=== block 1 ===
--- config.mk ---
export PLATFORM = sky130hd
export DESIGN_NAME = fft_seq_ctrl_flat
export DESIGN_NICKNAME = d
export VERILOG_FILES = /design/src/rtl/fft_seq_ctrl_if.sv /design/src/rtl/fft_seq_ctrl.sv /design/src/flat_wrapper.sv
export SDC_FILE = /design/constraint.sdc
export NUM_CORES = 1
export LEC_CHECK = 0
export CAP_MARGIN = 30
export CORE_MARGIN = 2
export CORE_UTILIZATION = 42
export CTS_BUF_LIST = sky130_fd_sc_hd__clkbuf_8
export DETAILED_ROUTE_END_ITERATION = 8
export HOLD_SLACK_MARGIN = 0.03
export SLEW_MARGIN = 20
export SYNTH_ARGS = -nofsm -noshare
export SYNTH_HDL_FRONTEND = slang
export SYNTH_SLANG_ARGS = --single-unit
--- constraint.sdc ---
create_clock -name clk -period 6.43 [get_ports clk]
set_input_delay 1.286 -clock clk [delete_from_list [all_inputs] [get_ports clk]]
set_output_delay 1.286 -clock clk [all_outputs]
set_load 0.02 [all_outputs]
--- src/rtl/fft_seq_ctrl_if.sv ---
`default_nettype none
// ============================================================================
// Module  : fft_seq_ctrl_if
// Brief   : Handshake, configuration and status bundle for fft_seq_ctrl.
// Revision: 1.0 - initial release
// ============================================================================
interface fft_seq_ctrl_if #(
    parameter int MAX_LOG2 = 10
);
    logic                start;
    logic                abort;
    logic [3:0]          nfft_log2;
    logic [7:0]          frames;
    logic                src_valid;
    logic                src_ready;
    logic                core_valid;
    logic                core_ready;
    logic                core_last;
    logic                res_valid;
    logic                res_ready;
    logic                res_last;
    logic [MAX_LOG2-1:0] res_index;
    logic                busy;
    logic                done;
    logic [7:0]          frames_done;
    logic                err_last;

    modport master (
        output start, abort, nfft_log2, frames, src_valid, core_ready,
               res_valid, res_ready, res_last,
        input  src_ready, core_valid, core_last, res_index, busy, done,
               frames_done, err_last
    );

    modport slave (
        input  start, abort, nfft_log2, frames, src_valid, core_ready,
               res_valid, res_ready, res_last,
        output src_ready, core_valid, core_last, res_index, busy, done,
               frames_done, err_last
    );
endinterface
`default_nettype wire

--- src/rtl/fft_seq_ctrl.sv ---
`default_nettype none
// ============================================================================
// Module  : fft_seq_ctrl
// Brief   : Frame sequencer gating samples into the FFT core and tracking results.
// Revision: 1.0 - initial release
// ============================================================================
module fft_seq_ctrl #(
    parameter int MAX_LOG2     = 10,
    parameter int MAX_INFLIGHT = 2
) (
    input  wire logic           clk,
    input  wire logic           rst_n,
    fft_seq_ctrl_if.slave       bus
);
    localparam int OW = $clog2(MAX_INFLIGHT + 1);

    localparam logic [1:0] S_IDLE  = 2'd0;
    localparam logic [1:0] S_LOAD  = 2'd1;
    localparam logic [1:0] S_DRAIN = 2'd2;
    localparam logic [1:0] S_DONE  = 2'd3;

    localparam logic [3:0]    C_MIN_LOG2 = 4'd3;
    localparam logic [3:0]    C_MAX_LOG2 = 4'(MAX_LOG2);
    localparam logic [OW-1:0] C_MAX_INFL = OW'(MAX_INFLIGHT);

    logic [1:0]          r_state;
    logic [3:0]          r_nlog2;
    logic [7:0]          r_frames;
    logic [MAX_LOG2-1:0] r_in_cnt;
    logic [MAX_LOG2-1:0] r_out_cnt;
    logic [7:0]          r_issued;
    logic [OW-1:0]       r_outstanding;
    logic [7:0]          r_frames_done;
    logic                r_err_last;

    logic [3:0]          w_nlog2_clamped;
    logic [MAX_LOG2-1:0] w_last_idx;
    logic                w_load;
    logic                w_res_active;
    logic                w_gate;
    logic                w_in_fire;
    logic                w_in_last;
    logic                w_in_wrap;
    logic                w_res_fire;
    logic                w_out_last;
    logic                w_res_wrap;

    always_comb begin
        w_nlog2_clamped = bus.nfft_log2;
        if (bus.nfft_log2 < C_MIN_LOG2)
            w_nlog2_clamped = C_MIN_LOG2;
        else if (bus.nfft_log2 > C_MAX_LOG2)
            w_nlog2_clamped = C_MAX_LOG2;
    end

    // N-1 is simply the low nlog2 bits set.
    always_comb begin
        w_last_idx = '0;
        for (int i = 0; i < MAX_LOG2; i++)
            w_last_idx[i] = (4'(i) < r_nlog2);
    end

    assign w_load       = (r_state == S_LOAD);
    assign w_res_active = (r_state == S_LOAD) || (r_state == S_DRAIN);
    assign w_gate       = (r_outstanding < C_MAX_INFL);

    assign bus.core_valid = bus.src_valid  & w_gate & w_load;
    assign bus.src_ready  = bus.core_ready & w_gate & w_load;

    assign w_in_fire     = bus.core_valid & bus.core_ready;
    assign w_in_last     = (r_in_cnt == w_last_idx);
    assign w_in_wrap     = w_in_fire & w_in_last;
    assign bus.core_last = bus.core_valid & w_in_last;

    assign w_res_fire = bus.res_valid & bus.res_ready & w_res_active;
    assign w_out_last = (r_out_cnt == w_last_idx);
    assign w_res_wrap = w_res_fire & w_out_last;

    always_ff @(posedge clk or negedge rst_n) begin
        if (!rst_n) begin
            r_state       <= S_IDLE;
            r_nlog2       <= C_MIN_LOG2;
            r_frames      <= '0;
            r_in_cnt      <= '0;
            r_out_cnt     <= '0;
            r_issued      <= '0;
            r_outstanding <= '0;
            r_frames_done <= '0;
            r_err_last    <= 1'b0;
        end else if (bus.abort) begin
            r_state       <= S_IDLE;
            r_in_cnt      <= '0;
            r_out_cnt     <= '0;
            r_issued      <= '0;
            r_outstanding <= '0;
        end else begin
            case (r_state)
                S_IDLE: begin
                    if (bus.start) begin
                        r_nlog2       <= w_nlog2_clamped;
                        r_frames      <= bus.frames;
                        r_in_cnt      <= '0;
                        r_out_cnt     <= '0;
                        r_issued      <= '0;
                        r_outstanding <= '0;
                        r_frames_done <= '0;
                        r_err_last    <= 1'b0;
                        r_state       <= S_LOAD;
                    end
                end
                S_LOAD: begin
                    if (w_in_wrap && (r_frames != 8'd0) &&
                        ((r_issued + 8'd1) == r_frames))
                        r_state <= S_DRAIN;
                end
                S_DRAIN: begin
                    if (r_outstanding == '0)
                        r_state <= S_DONE;
                end
                default: r_state <= S_IDLE;
            endcase

            // Fire strobes are gated off in IDLE, so these never collide with start.
            if (w_in_fire)
                r_in_cnt <= w_in_last ? '0 : r_in_cnt + 1'b1;
            if (w_in_wrap)
                r_issued <= r_issued + 8'd1;

            if (w_res_fire) begin
                r_out_cnt <= w_out_last ? '0 : r_out_cnt + 1'b1;
                if (bus.res_last != w_out_last)
                    r_err_last <= 1'b1;
            end
            if (w_res_wrap && (r_frames_done != 8'hFF))
                r_frames_done <= r_frames_done + 8'd1;

            if (w_in_wrap && !w_res_wrap)
                r_outstanding <= r_outstanding + OW'(1);
            else if (!w_in_wrap && w_res_wrap && (r_outstanding != '0))
                r_outstanding <= r_outstanding - OW'(1);
        end
    end

    assign bus.res_index   = r_out_cnt;
    assign bus.busy        = w_res_active;
    assign bus.done        = (r_state == S_DONE);
    assign bus.frames_done = r_frames_done;
    assign bus.err_last    = r_err_last;

endmodule
`default_nettype wire

--- src/flat_wrapper.sv ---
// flat-port wrapper written by rule: the top's interface ports become plain ports
module fft_seq_ctrl_flat 
#(
    parameter int MAX_LOG2     = 10,
    parameter int MAX_INFLIGHT = 2
)
  (clk, rst_n, bus_start, bus_abort, bus_nfft_log2, bus_frames, bus_src_valid, bus_core_ready, bus_res_valid, bus_res_ready, bus_res_last, bus_src_ready, bus_core_valid, bus_core_last, bus_res_index, bus_busy, bus_done, bus_frames_done, bus_err_last);
  fft_seq_ctrl_if #(.MAX_LOG2(MAX_LOG2)) bus_i ();
  input  wire logic clk;
  input  wire logic rst_n;
  input wire logic [$bits(bus_i.start)-1:0] bus_start;
  input wire logic [$bits(bus_i.abort)-1:0] bus_abort;
  input wire logic [$bits(bus_i.nfft_log2)-1:0] bus_nfft_log2;
  input wire logic [$bits(bus_i.frames)-1:0] bus_frames;
  input wire logic [$bits(bus_i.src_valid)-1:0] bus_src_valid;
  input wire logic [$bits(bus_i.core_ready)-1:0] bus_core_ready;
  input wire logic [$bits(bus_i.res_valid)-1:0] bus_res_valid;
  input wire logic [$bits(bus_i.res_ready)-1:0] bus_res_ready;
  input wire logic [$bits(bus_i.res_last)-1:0] bus_res_last;
  output wire logic [$bits(bus_i.src_ready)-1:0] bus_src_ready;
  output wire logic [$bits(bus_i.core_valid)-1:0] bus_core_valid;
  output wire logic [$bits(bus_i.core_last)-1:0] bus_core_last;
  output wire logic [$bits(bus_i.res_index)-1:0] bus_res_index;
  output wire logic [$bits(bus_i.busy)-1:0] bus_busy;
  output wire logic [$bits(bus_i.done)-1:0] bus_done;
  output wire logic [$bits(bus_i.frames_done)-1:0] bus_frames_done;
  output wire logic [$bits(bus_i.err_last)-1:0] bus_err_last;
  assign bus_i.start = bus_start;
  assign bus_i.abort = bus_abort;
  assign bus_i.nfft_log2 = bus_nfft_log2;
  assign bus_i.frames = bus_frames;
  assign bus_i.src_valid = bus_src_valid;
  assign bus_i.core_ready = bus_core_ready;
  assign bus_i.res_valid = bus_res_valid;
  assign bus_i.res_ready = bus_res_ready;
  assign bus_i.res_last = bus_res_last;
  assign bus_src_ready = bus_i.src_ready;
  assign bus_core_valid = bus_i.core_valid;
  assign bus_core_last = bus_i.core_last;
  assign bus_res_index = bus_i.res_index;
  assign bus_busy = bus_i.busy;
  assign bus_done = bus_i.done;
  assign bus_frames_done = bus_i.frames_done;
  assign bus_err_last = bus_i.err_last;
  fft_seq_ctrl #(.MAX_LOG2(MAX_LOG2), .MAX_INFLIGHT(MAX_INFLIGHT)) u_core (.clk(clk), .rst_n(rst_n), .bus(bus_i));
endmodule
=== block 2 ===
===== src/rtl/scaler_v_ctrl.sv =====
// -----------------------------------------------------------------------------
// scaler_v_ctrl
//
// Configuration controller for a vertical video scaler. A configuration write
// latches the source height, destination height and line size, computes the
// 4.12 fixed-point vertical step with a serial restoring divider, validates
// the result and then holds it until the next frame boundary (de_i & vs_i),
// where the new step and last-pixel index are applied together so the scaler
// never sees a change in the middle of a frame.
//
// Ports
//   clk                in   single clock
//   rst                in   synchronous, active-high reset
//   cfg_wr             in   one-cycle configuration write strobe
//   cfg_in_h[15:0]     in   source frame height in lines
//   cfg_out_h[15:0]    in   destination frame height in lines
//   cfg_line_size[15:0] in  pixels per line
//   de_i, vs_i         in   video strobes; both high marks the frame boundary
//   v_scale_step[15:0] out  active 4.12 vertical step
//   v_scale_line_size[15:0] out active last-pixel index
//   cfg_busy           out  computation running or apply pending
//   cfg_err            out  last write rejected (held until the next write)
//   frame_upd          out  one-cycle pulse when new values take effect
// -----------------------------------------------------------------------------
module scaler_v_ctrl #(
    parameter int LINE_SIZE_MAX  = 1024,
    parameter int LINE_STEP_LOG2 = 12
) (
    input  logic        clk,
    input  logic        rst,
    input  logic        cfg_wr,
    input  logic [15:0] cfg_in_h,
    input  logic [15:0] cfg_out_h,
    input  logic [15:0] cfg_line_size,
    input  logic        de_i,
    input  logic        vs_i,
    output logic [15:0] v_scale_step,
    output logic [15:0] v_scale_line_size,
    output logic        cfg_busy,
    output logic        cfg_err,
    output logic        frame_upd
);

    // Dividend is in_h << LINE_STEP_LOG2, carried as a 28-bit quotient register.
    localparam int DIV_W = 28;
    localparam int CNT_W = 5;

    localparam logic [15:0] STEP_RESET = 16'(1 << LINE_STEP_LOG2);
    localparam logic [15:0] LINE_RESET = 16'(LINE_SIZE_MAX - 1);

    typedef enum logic [1:0] {
        IDLE,
        DIV,
        CHECK,
        PEND
    } state_t;

    state_t state, state_next;

    // Latched configuration and divider datapath
    logic [15:0]      out_h_q;
    logic [15:0]      line_q;
    logic [DIV_W-1:0] quo;      // shifts dividend out of the top, quotient in at the bottom
    logic [15:0]      rem;
    logic [CNT_W-1:0] cnt;

    logic [DIV_W-1:0] dvd_init;
    logic [16:0]      partial;
    logic [16:0]      diff;
    logic             q_bit;
    logic [15:0]      rem_next;

    logic boundary;
    logic bad_cfg;
    logic load_cfg;
    logic apply;
    logic reject;

    assign boundary = de_i & vs_i;
    assign dvd_init = DIV_W'(cfg_in_h) << LINE_STEP_LOG2;

    // One restoring-division step. The remainder stays below the divisor, so
    // the partial remainder fits 17 bits and bit 16 of the difference is the
    // borrow: clear means partial >= divisor and the quotient bit is 1.
    assign partial  = {rem, quo[DIV_W-1]};
    assign diff     = partial - {1'b0, out_h_q};
    assign q_bit    = ~diff[16];
    assign rem_next = q_bit ? diff[15:0] : partial[15:0];

    // Quotient is final while in CHECK.
    assign bad_cfg = (out_h_q == 16'd0)
                  || (quo == '0)
                  || (quo[DIV_W-1:16] != '0)
                  || (line_q == 16'd0)
                  || (int'(line_q) > LINE_SIZE_MAX);

    assign cfg_busy = (state != IDLE);

    // NOTE: sequential state uses non-blocking assignments so every register
    // samples the pre-edge values of the others, independent of block order.
    always_ff @(posedge clk) begin
        if (rst) begin
            state <= IDLE;
        end else begin
            state <= state_next;
        end
    end

    // NOTE: every signal driven here gets a default first so no path leaves
    // it unassigned, which would otherwise infer a latch.
    always_comb begin
        state_next = state;
        load_cfg   = 1'b0;
        apply      = 1'b0;
        reject     = 1'b0;
        case (state)
            IDLE: begin
                if (cfg_wr) begin
                    load_cfg   = 1'b1;
                    state_next = DIV;
                end
            end
            DIV: begin
                if (cnt == CNT_W'(DIV_W - 1)) begin
                    state_next = CHECK;
                end
            end
            CHECK: begin
                if (bad_cfg) begin
                    reject     = 1'b1;
                    state_next = IDLE;
                end else begin
                    state_next = PEND;
                end
            end
            PEND: begin
                // A fresh write wins over a coincident boundary: the stale
                // result is dropped and the divider restarts.
                if (cfg_wr) begin
                    load_cfg   = 1'b1;
                    state_next = DIV;
                end else if (boundary) begin
                    apply      = 1'b1;
                    state_next = IDLE;
                end
            end
            default: state_next = IDLE;
        endcase
    end

    // NOTE: the divider datapath is not reset; every value it holds is
    // reloaded by load_cfg before the FSM can consume it.
    always_ff @(posedge clk) begin
        if (load_cfg) begin
            out_h_q <= cfg_out_h;
            line_q  <= cfg_line_size;
            quo     <= dvd_init;
            rem     <= '0;
            cnt     <= '0;
        end else if (state == DIV) begin
            quo <= {quo[DIV_W-2:0], q_bit};
            rem <= rem_next;
            cnt <= cnt + 1'b1;
        end
    end

    // Active outputs move only together with frame_upd.
    always_ff @(posedge clk) begin
        if (rst) begin
            v_scale_step      <= STEP_RESET;
            v_scale_line_size <= LINE_RESET;
            cfg_err           <= 1'b0;
            frame_upd         <= 1'b0;
        end else begin
            frame_upd <= apply;
            if (apply) begin
                v_scale_step      <= quo[15:0];
                v_scale_line_size <= line_q - 16'd1;
            end
            if (load_cfg) begin
                cfg_err <= 1'b0;
            end else if (reject) begin
                cfg_err <= 1'b1;
            end
        end
    end

endmodule


===== config.mk =====
export PLATFORM = sky130hd
export DESIGN_NAME = scaler_v_ctrl
export DESIGN_NICKNAME = d
export VERILOG_FILES = /design/src/rtl/scaler_v_ctrl.sv
export SDC_FILE = /design/constraint.sdc
export NUM_CORES = 1
export LEC_CHECK = 0
export ABC_AREA = 1
export CELL_PAD_IN_SITES_DETAIL_PLACEMENT = 1
export CELL_PAD_IN_SITES_GLOBAL_PLACEMENT = 1
export CORE_ASPECT_RATIO = 1.25
export CORE_MARGIN = 5
export CORE_UTILIZATION = 40
export DETAILED_ROUTE_END_ITERATION = 6
export GPL_TIMING_DRIVEN = 0
export PLACE_DENSITY_LB_ADDON = 0.1
export RECOVER_POWER = 50
export SLEW_MARGIN = 20
export SYNTH_ARGS = -nofsm -noshare
export SYNTH_HDL_FRONTEND = slang
export SYNTH_SLANG_ARGS = --single-unit

===== constraint.sdc =====
create_clock -name clk -period 2.85 [get_ports clk]
set_input_delay 0.57 -clock clk [delete_from_list [all_inputs] [get_ports clk]]
set_output_delay 0.57 -clock clk [all_outputs]
set_load 0.05 [all_outputs]

=== block 3 ===
==> src/rtl/uart_ascii_rx.sv <==
// 8N1 UART receiver with mid-bit sampling for the text display path.
// A good frame updates ascii with a one-cycle ascii_ready strobe; a bad stop bit pulses frame_err.
//
// state   | meaning
// S_IDLE  | line idle, waiting for the first low rx_s
// S_START | timing to the start-bit centre to confirm it is still low
// S_DATA  | sampling eight data bits LSB first at bit centres
// S_STOP  | sampling the stop bit at its centre
// S_BREAK | stop bit was low; waiting for the line to return high
module uart_ascii_rx #(
  parameter int CLK_FREQ = 100_000_000,
  parameter int BAUD     = 9600
) (
  input  logic       clk,
  input  logic       reset,
  input  logic       rx,
  output logic [7:0] ascii,
  output logic       ascii_ready,
  output logic       frame_err
);

  localparam int CLKS_PER_BIT = CLK_FREQ / BAUD;
  localparam int HALF_BIT     = CLKS_PER_BIT / 2;
  localparam int CW           = $clog2(CLKS_PER_BIT);
  localparam logic [CW-1:0] CNT_LAST = CW'(CLKS_PER_BIT - 1);
  localparam logic [CW-1:0] CNT_HALF = CW'(HALF_BIT - 1);

  typedef enum logic [2:0] {
    S_IDLE,
    S_START,
    S_DATA,
    S_STOP,
    S_BREAK
  } state_t;

  state_t        state, state_n;
  logic [CW-1:0] cnt, cnt_n;
  logic [2:0]    idx, idx_n;
  logic [7:0]    sh, sh_n;
  logic [7:0]    ascii_n;
  logic          ready_n;
  logic          err_n;
  logic          sync1;
  logic          rx_s;

  // Synchronizer resets to the idle level so reset never looks like a start bit.
  always_ff @(posedge clk) begin
    if (reset) begin
      sync1 <= 1'b1;
      rx_s  <= 1'b1;
    end else begin
      sync1 <= rx;
      rx_s  <= sync1;
    end
  end

  always_ff @(posedge clk) begin
    if (reset) begin
      state       <= S_IDLE;
      cnt         <= '0;
      idx         <= '0;
      sh          <= '0;
      ascii       <= 8'h00;
      ascii_ready <= 1'b0;
      frame_err   <= 1'b0;
    end else begin
      state       <= state_n;
      cnt         <= cnt_n;
      idx         <= idx_n;
      sh          <= sh_n;
      ascii       <= ascii_n;
      ascii_ready <= ready_n;
      frame_err   <= err_n;
    end
  end

  always_comb begin
    state_n = state;
    cnt_n   = cnt;
    idx_n   = idx;
    sh_n    = sh;
    ascii_n = ascii;
    ready_n = 1'b0;
    err_n   = 1'b0;
    case (state)
      S_IDLE: begin
        cnt_n = '0;
        if (!rx_s) state_n = S_START;
      end
      S_START: begin
        if (cnt == CNT_HALF) begin
          cnt_n   = '0;
          idx_n   = '0;
          state_n = rx_s ? S_IDLE : S_DATA;
        end else begin
          cnt_n = cnt + 1'b1;
        end
      end
      S_DATA: begin
        if (cnt == CNT_LAST) begin
          cnt_n     = '0;
          sh_n[idx] = rx_s;
          if (idx == 3'd7) state_n = S_STOP;
          else             idx_n   = idx + 3'd1;
        end else begin
          cnt_n = cnt + 1'b1;
        end
      end
      S_STOP: begin
        if (cnt == CNT_LAST) begin
          cnt_n = '0;
          if (rx_s) begin
            ascii_n = sh;
            ready_n = 1'b1;
            state_n = S_IDLE;
          end else begin
            err_n   = 1'b1;
            state_n = S_BREAK;
          end
        end else begin
          cnt_n = cnt + 1'b1;
        end
      end
      S_BREAK: begin
        cnt_n = '0;
        if (rx_s) state_n = S_IDLE;
      end
      default: begin
        state_n = S_IDLE;
        cnt_n   = '0;
      end
    endcase
  end

endmodule
==> config.mk <==
export PLATFORM = sky130hd
export DESIGN_NAME = uart_ascii_rx
export DESIGN_NICKNAME = d
export VERILOG_FILES = /design/src/rtl/uart_ascii_rx.sv
export SDC_FILE = /design/constraint.sdc
export NUM_CORES = 1
export LEC_CHECK = 0
export ABC_AREA = 1
export ABC_CLOCK_PERIOD_IN_PS = 3200
export CAP_MARGIN = 30
export CORE_MARGIN = 2
export CORE_UTILIZATION = 65
export CTS_CLUSTER_DIAMETER = 100
export CTS_CLUSTER_SIZE = 28
export DETAILED_ROUTE_END_ITERATION = 7
export DONT_BUFFER_PORTS = 1
export PLACE_DENSITY_LB_ADDON = 0.1
export SETUP_SLACK_MARGIN = 0.15
export SLEW_MARGIN = 20
export SYNTH_ARGS = -nofsm -noshare
export SYNTH_HDL_FRONTEND = slang
export SYNTH_SLANG_ARGS = --single-unit
==> constraint.sdc <==
create_clock -name clk -period 3.2 [get_ports clk]
set_input_delay 0.48 -clock clk [delete_from_list [all_inputs] [get_ports clk]]
set_output_delay 0.48 -clock clk [all_outputs]
set_load 0.01 [all_outputs]

==> notes/layouts.md <==
Pictures saved along the way, in no particular order.

Signal wires on met3.
Plate I
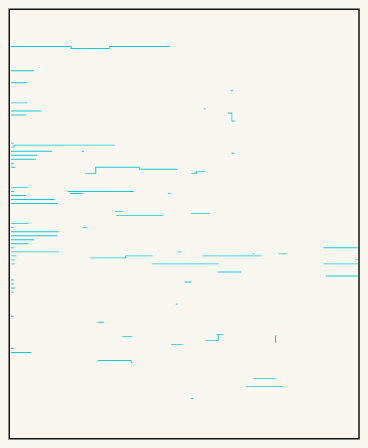
Plate II
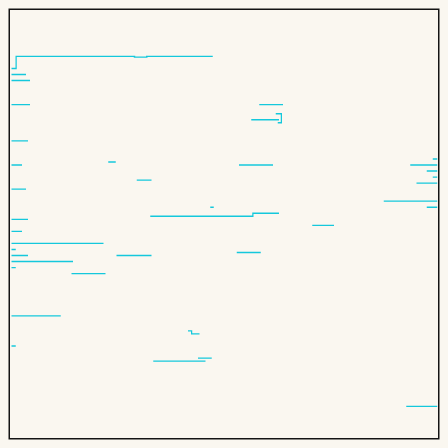
Plate III
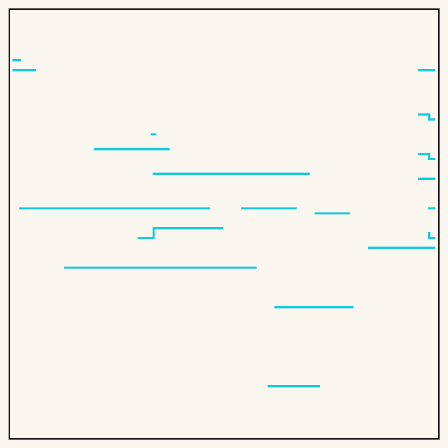
For block 3, see Plate III.
For block 2, see Plate I.
For block 1, see Plate II.

Key to Plate I:
The layer carries 538 um of wire. 55 nets have wire on it. The wires run mostly horizontal.

Fig. 1: block 2, signal wires on met2
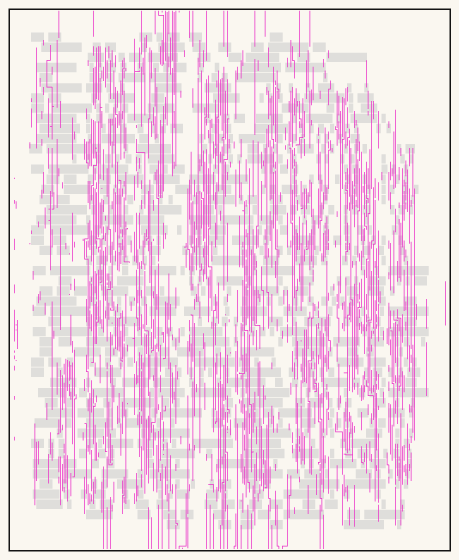
The layer carries 9400 um of wire. 802 nets have wire on it. The layer holds 56% of the routed length.

Fig. 2: block 2, metal 1
Scale bar: 20 um. Supply wires on this layer in gray.
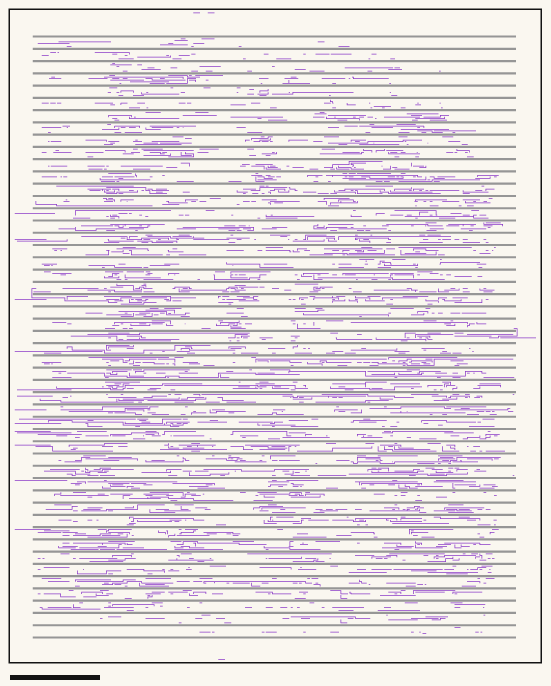
The wires run mostly horizontal. The layer carries 6530 um of wire. 847 nets have wire on it. The layer holds 39% of the routed length. The longest straight run is 29.0 um.

==> out/summary.txt, block 2 <==
Result of the run = finished clean
Combinational fraction of design power = 35.9%
Post-layout total power = 0.006950 W
Maximum operating frequency = 387.6 MHz
Final tally of setup violations = 0
Worst hold slack = 468.6 ps
Peak supply drop = 0.4265 mV
Maximum number of pins on one net before global-route repair = 27
RSZ-0062 raised after global routing = no
Max-cap viol count = 0
Die boundary height = 144.6 um
Post-layout period usage of the worst path = 90.52%
Relative slew slack = 33.16%
Clock tree from TritonCTS = done
Post-synthesis instance area = 5798 um^2
Reported clock group power = 0.00203 W
Flops after synth = 117
Main flop type = dfxtp_1
Power in sequential cells = 0.00242 W
Clock slew at the register clock pins of the worst setup and hold paths = 60 ps
Per-instance average area after synthesis = 8.031 um^2
Final-report hold violation count = 0
Library cell with the largest summed area after synthesis = edfxtp_1
Core region area = 14290 um^2
Worst setup path startpoint = state[0]$_SDFFE_PP0P_
Critical Path End Type = output pin
Max-area cell share = 24.86%
Startpoint type of the worst setup path = flip-flop
Crit. path cell count = 4
Skew final = 13.80 ps
Transition time at the pin with the least slew margin = 1003 ps
Critical path arrival = 2010 ps
## block 2: routing by layer
metal,track usage [%],up-vias,wire length (um)
li1,-,2587,-
met1,20.24,2497,6526
met2,39.21,88,9400
met3,3.951,22,537
met4,7.790,0,306
met5,0,-,0
## block 2: cell type report
type / instances / area, um^2
fillers: 1747 / 6814
plain buffers: 18 / 77.57
well taps: 178 / 222.7
inverters: 114 / 427.9
clock buffers: 18 / 450.4
multi-input cells: 473 / 2466
clock inverters: 14 / 112.6
repair buffers: 88 / 890.9
flip-flops and latches: 117 / 2823
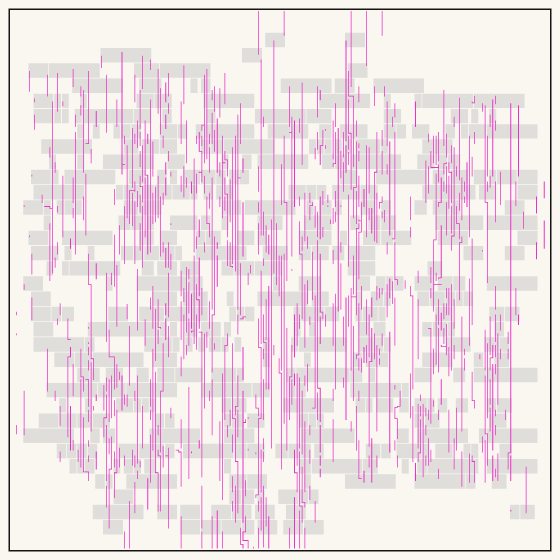
Fig. 3. Signal wires on met2 (block 1).
The wires run mostly vertical. The layer carries 4200 um of wire. The layer holds 50% of the routed length. 388 nets have wire on it. The longest straight run is 62.4 um.

==> out/summary.txt, block 1 <==
Result of the run = finished clean
Sequential share of the synthesized area = 36.99%
Initial DRC count = 90
Met2 track demand over resource = 34.20%
Dominant power group = sequential cells
Syn_nets = 440
Detailed route wirelength on metal3 = 255 um
Worst hold slack = 523.9 ps
Power of the combinational group = 0.000437 W
Top cells by area in the synthesized netlist = dfrtp_1 (36%), nand2_1 (6.9%), o21ai_0 (3.8%), xnor2_1 (3.4%), xor2_1 (3.4%)
Well-Tap Cells = 105
R2R setup slack = 3330 ps
Post-route cell area = 4138 um^2
Switching share of power = 40.44%
Critical path arrival = 3180 ps
Average detailed-routed wire length per instance = 15.39 um
Post-layout period usage of the worst path = 69.38%
Clock slew at the register clock pins of the worst setup and hold paths = 100 ps
Number of buffers added to fix hold violations after cts = 0
Fraction of area in multi-input gates = 50.38%
Per-instance average area after synthesis = 8.761 um^2
Most instantiated cells after synthesis = nand2_1 (66), dfrtp_1 (51), o21ai_0 (27)
Tally of OpenROAD warnings = 29
Placed Cells = 542
Buffer type at the clock tree root = clkbuf_8
Total cell area reported by yosys after synthesis = 3592 um^2
Port Buffers = 44
Number of core rows = 33
Skew final = 6.076 ps
Global-route track usage on met1 = 24.35%
Maximum number of pins on one net before global-route repair = 54
Number of antenna violations at the first check in global routing = 0
Finished Core Util = 50.11%
Met3 capacity usage during global routing = 3.026%
Worst-case setup margin in the final layout = 1969 ps
NetSw = 0.0004669 W
==> block 1: cells by family (layout without fill, tap and decap cells) <==
group	after synthesis	in the layout	share of synthesized area (%)
DFF	53	53	36.99
xor gates and xnor gates	28	28	6.827
AOI/OAI and AO/OA	94	94	17.70
adders and majority gates	9	9	3.135
muxes	6	6	1.916
and+or+nand+nor	189	189	28.46
buffers and inverters	31	66	4.981
==> block 1: critical path, stage by stage (launching register included) <==
cell and delay, ps:
dfstp_2 860, nor4bb_1 330, o211ai_1 130, a32oi_1 340, nor4b_4 430, and2_1 190, clkdlybuf4s50_1 590
Fig. 4: block 3, placed cells, one color a class
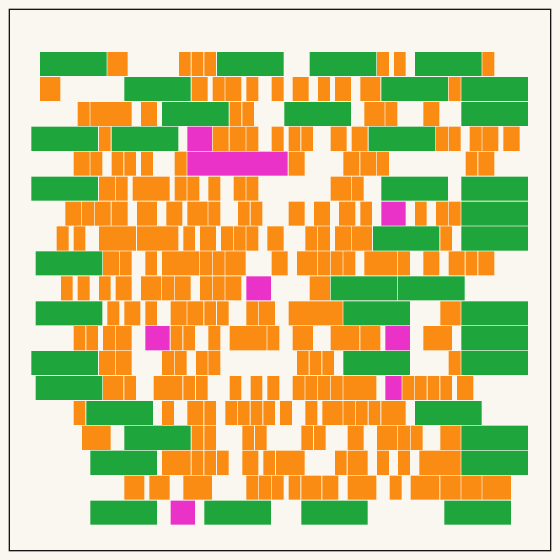
all other logic: in orange, cells 229, share of their area 56%. flip-flops: in green, cells 40, share of their area 40%. clock drivers and dummy loads: in magenta, cells 8, share of their area 4.0%.

==> out/summary.txt, block 3 <==
Result of the run = complete, but fails checks
Violated checks = design-rule violations
Number of core rows = 19
Post-synthesis instance area = 1962 um^2
Aoi share = 6.505%
Post-detailed-route DRC marker count = 3
Initial DRC count = 110
Async SR Flop Fraction = 0%
Met3 capacity usage during global routing = 7.473%
Largest logic family = simple AND/OR/NAND/NOR gates
Instance count along the most critical hold path = 1
Max-cap viol count = 0
Cell count after synthesis = 275
Transition time at the pin with the least slew margin = 509.9 ps
Setup Buffers After CTS = 0
R2R setup slack = 1300 ps
Met2 wirelength from detailed routing = 1.565 mm
Gr usage total = 23.10%
RSZ-0062 raised after global routing = no
Total cells reported by yosys after synthesis = 275
Static leakage = 0.8308 nW
Main flop type = dfxtp_1
Max-area cell share = 40.82%
Post-route cell area = 2037 um^2
CP Class = reg -> reg
Highest-count logic cell in the final layout = nor2_1
Critical-path maximum fanout = 10
Most used cell, CP = nor2_1
Met2 track demand over resource = 33.02%
Worst reg2reg path startpoint = cnt[0]$_SDFF_PP0_
Worst setup path startpoint = cnt[0]$_SDFF_PP0_
Finished Core Util = 72.61%
Final-report hold violation count = 0
IO Count = 13
Die ar. = 3474 um^2
Register with the most flip-flops = cnt
Insertion delay to the later sink of the worst-skew pair = 340 ps
TritonCTS sink count = 40
Peak supply drop = 0.4400 mV
AND/OR/NAND/NOR Cells, Area Fraction = 37.44%
Via count of the first global-routing pass = 1377
Worst hold slack = 192.8 ps
Highest routed metal layer = met4
CTS max path bufs = 2
-- block 3: kinds of logic after synthesis --
| family | after synthesis |
|---|---|
| AND/OR/NAND/NOR | 158 |
| buffers and inverters | 40 |
| flip-flops | 40 |
| AND-OR/OR-AND | 24 |
| XOR/XNOR | 10 |
| adder cells (fa/ha/maj) | 3 |
-- block 3: area by class of cell --
class	count	share of cell area, %
clock inverters	3	2.088
well taps	31	1.904
flip-flops and latches	40	39.31
clock buffers	5	1.843
multi-input cells	195	48.46
inverters	34	6.388
-- block 3: power by group --
group          internal (W)  switching (W)
clock network      0.000163       0.000159
registers          0.000520      0.0000225
logic              0.000104       0.000225


==> gallery <==
Congestion heat map.
(a)
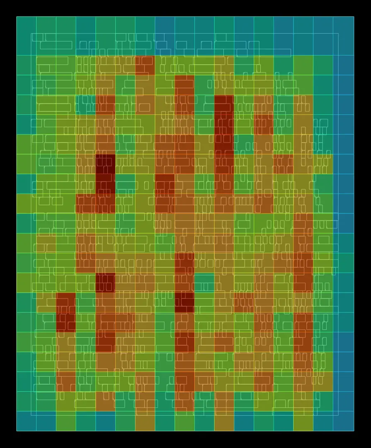
(b)
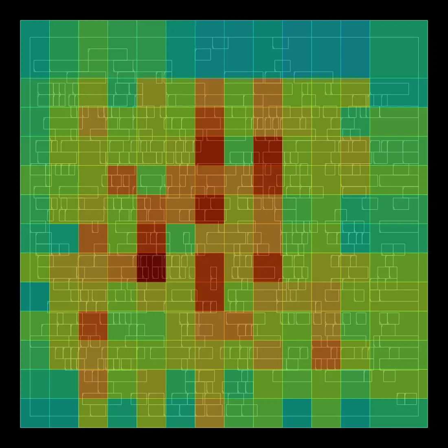
(c)
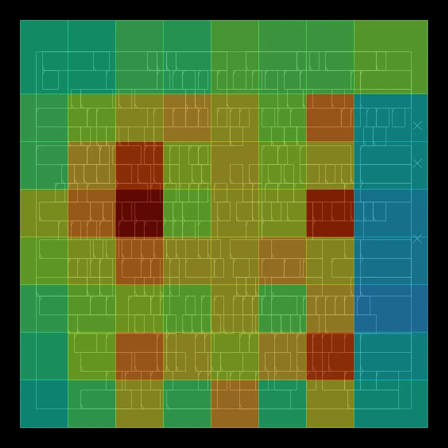
block 2: (a)
block 3: (c)
block 1: (b)

Power is estimated from default activity; no workload was simulated.
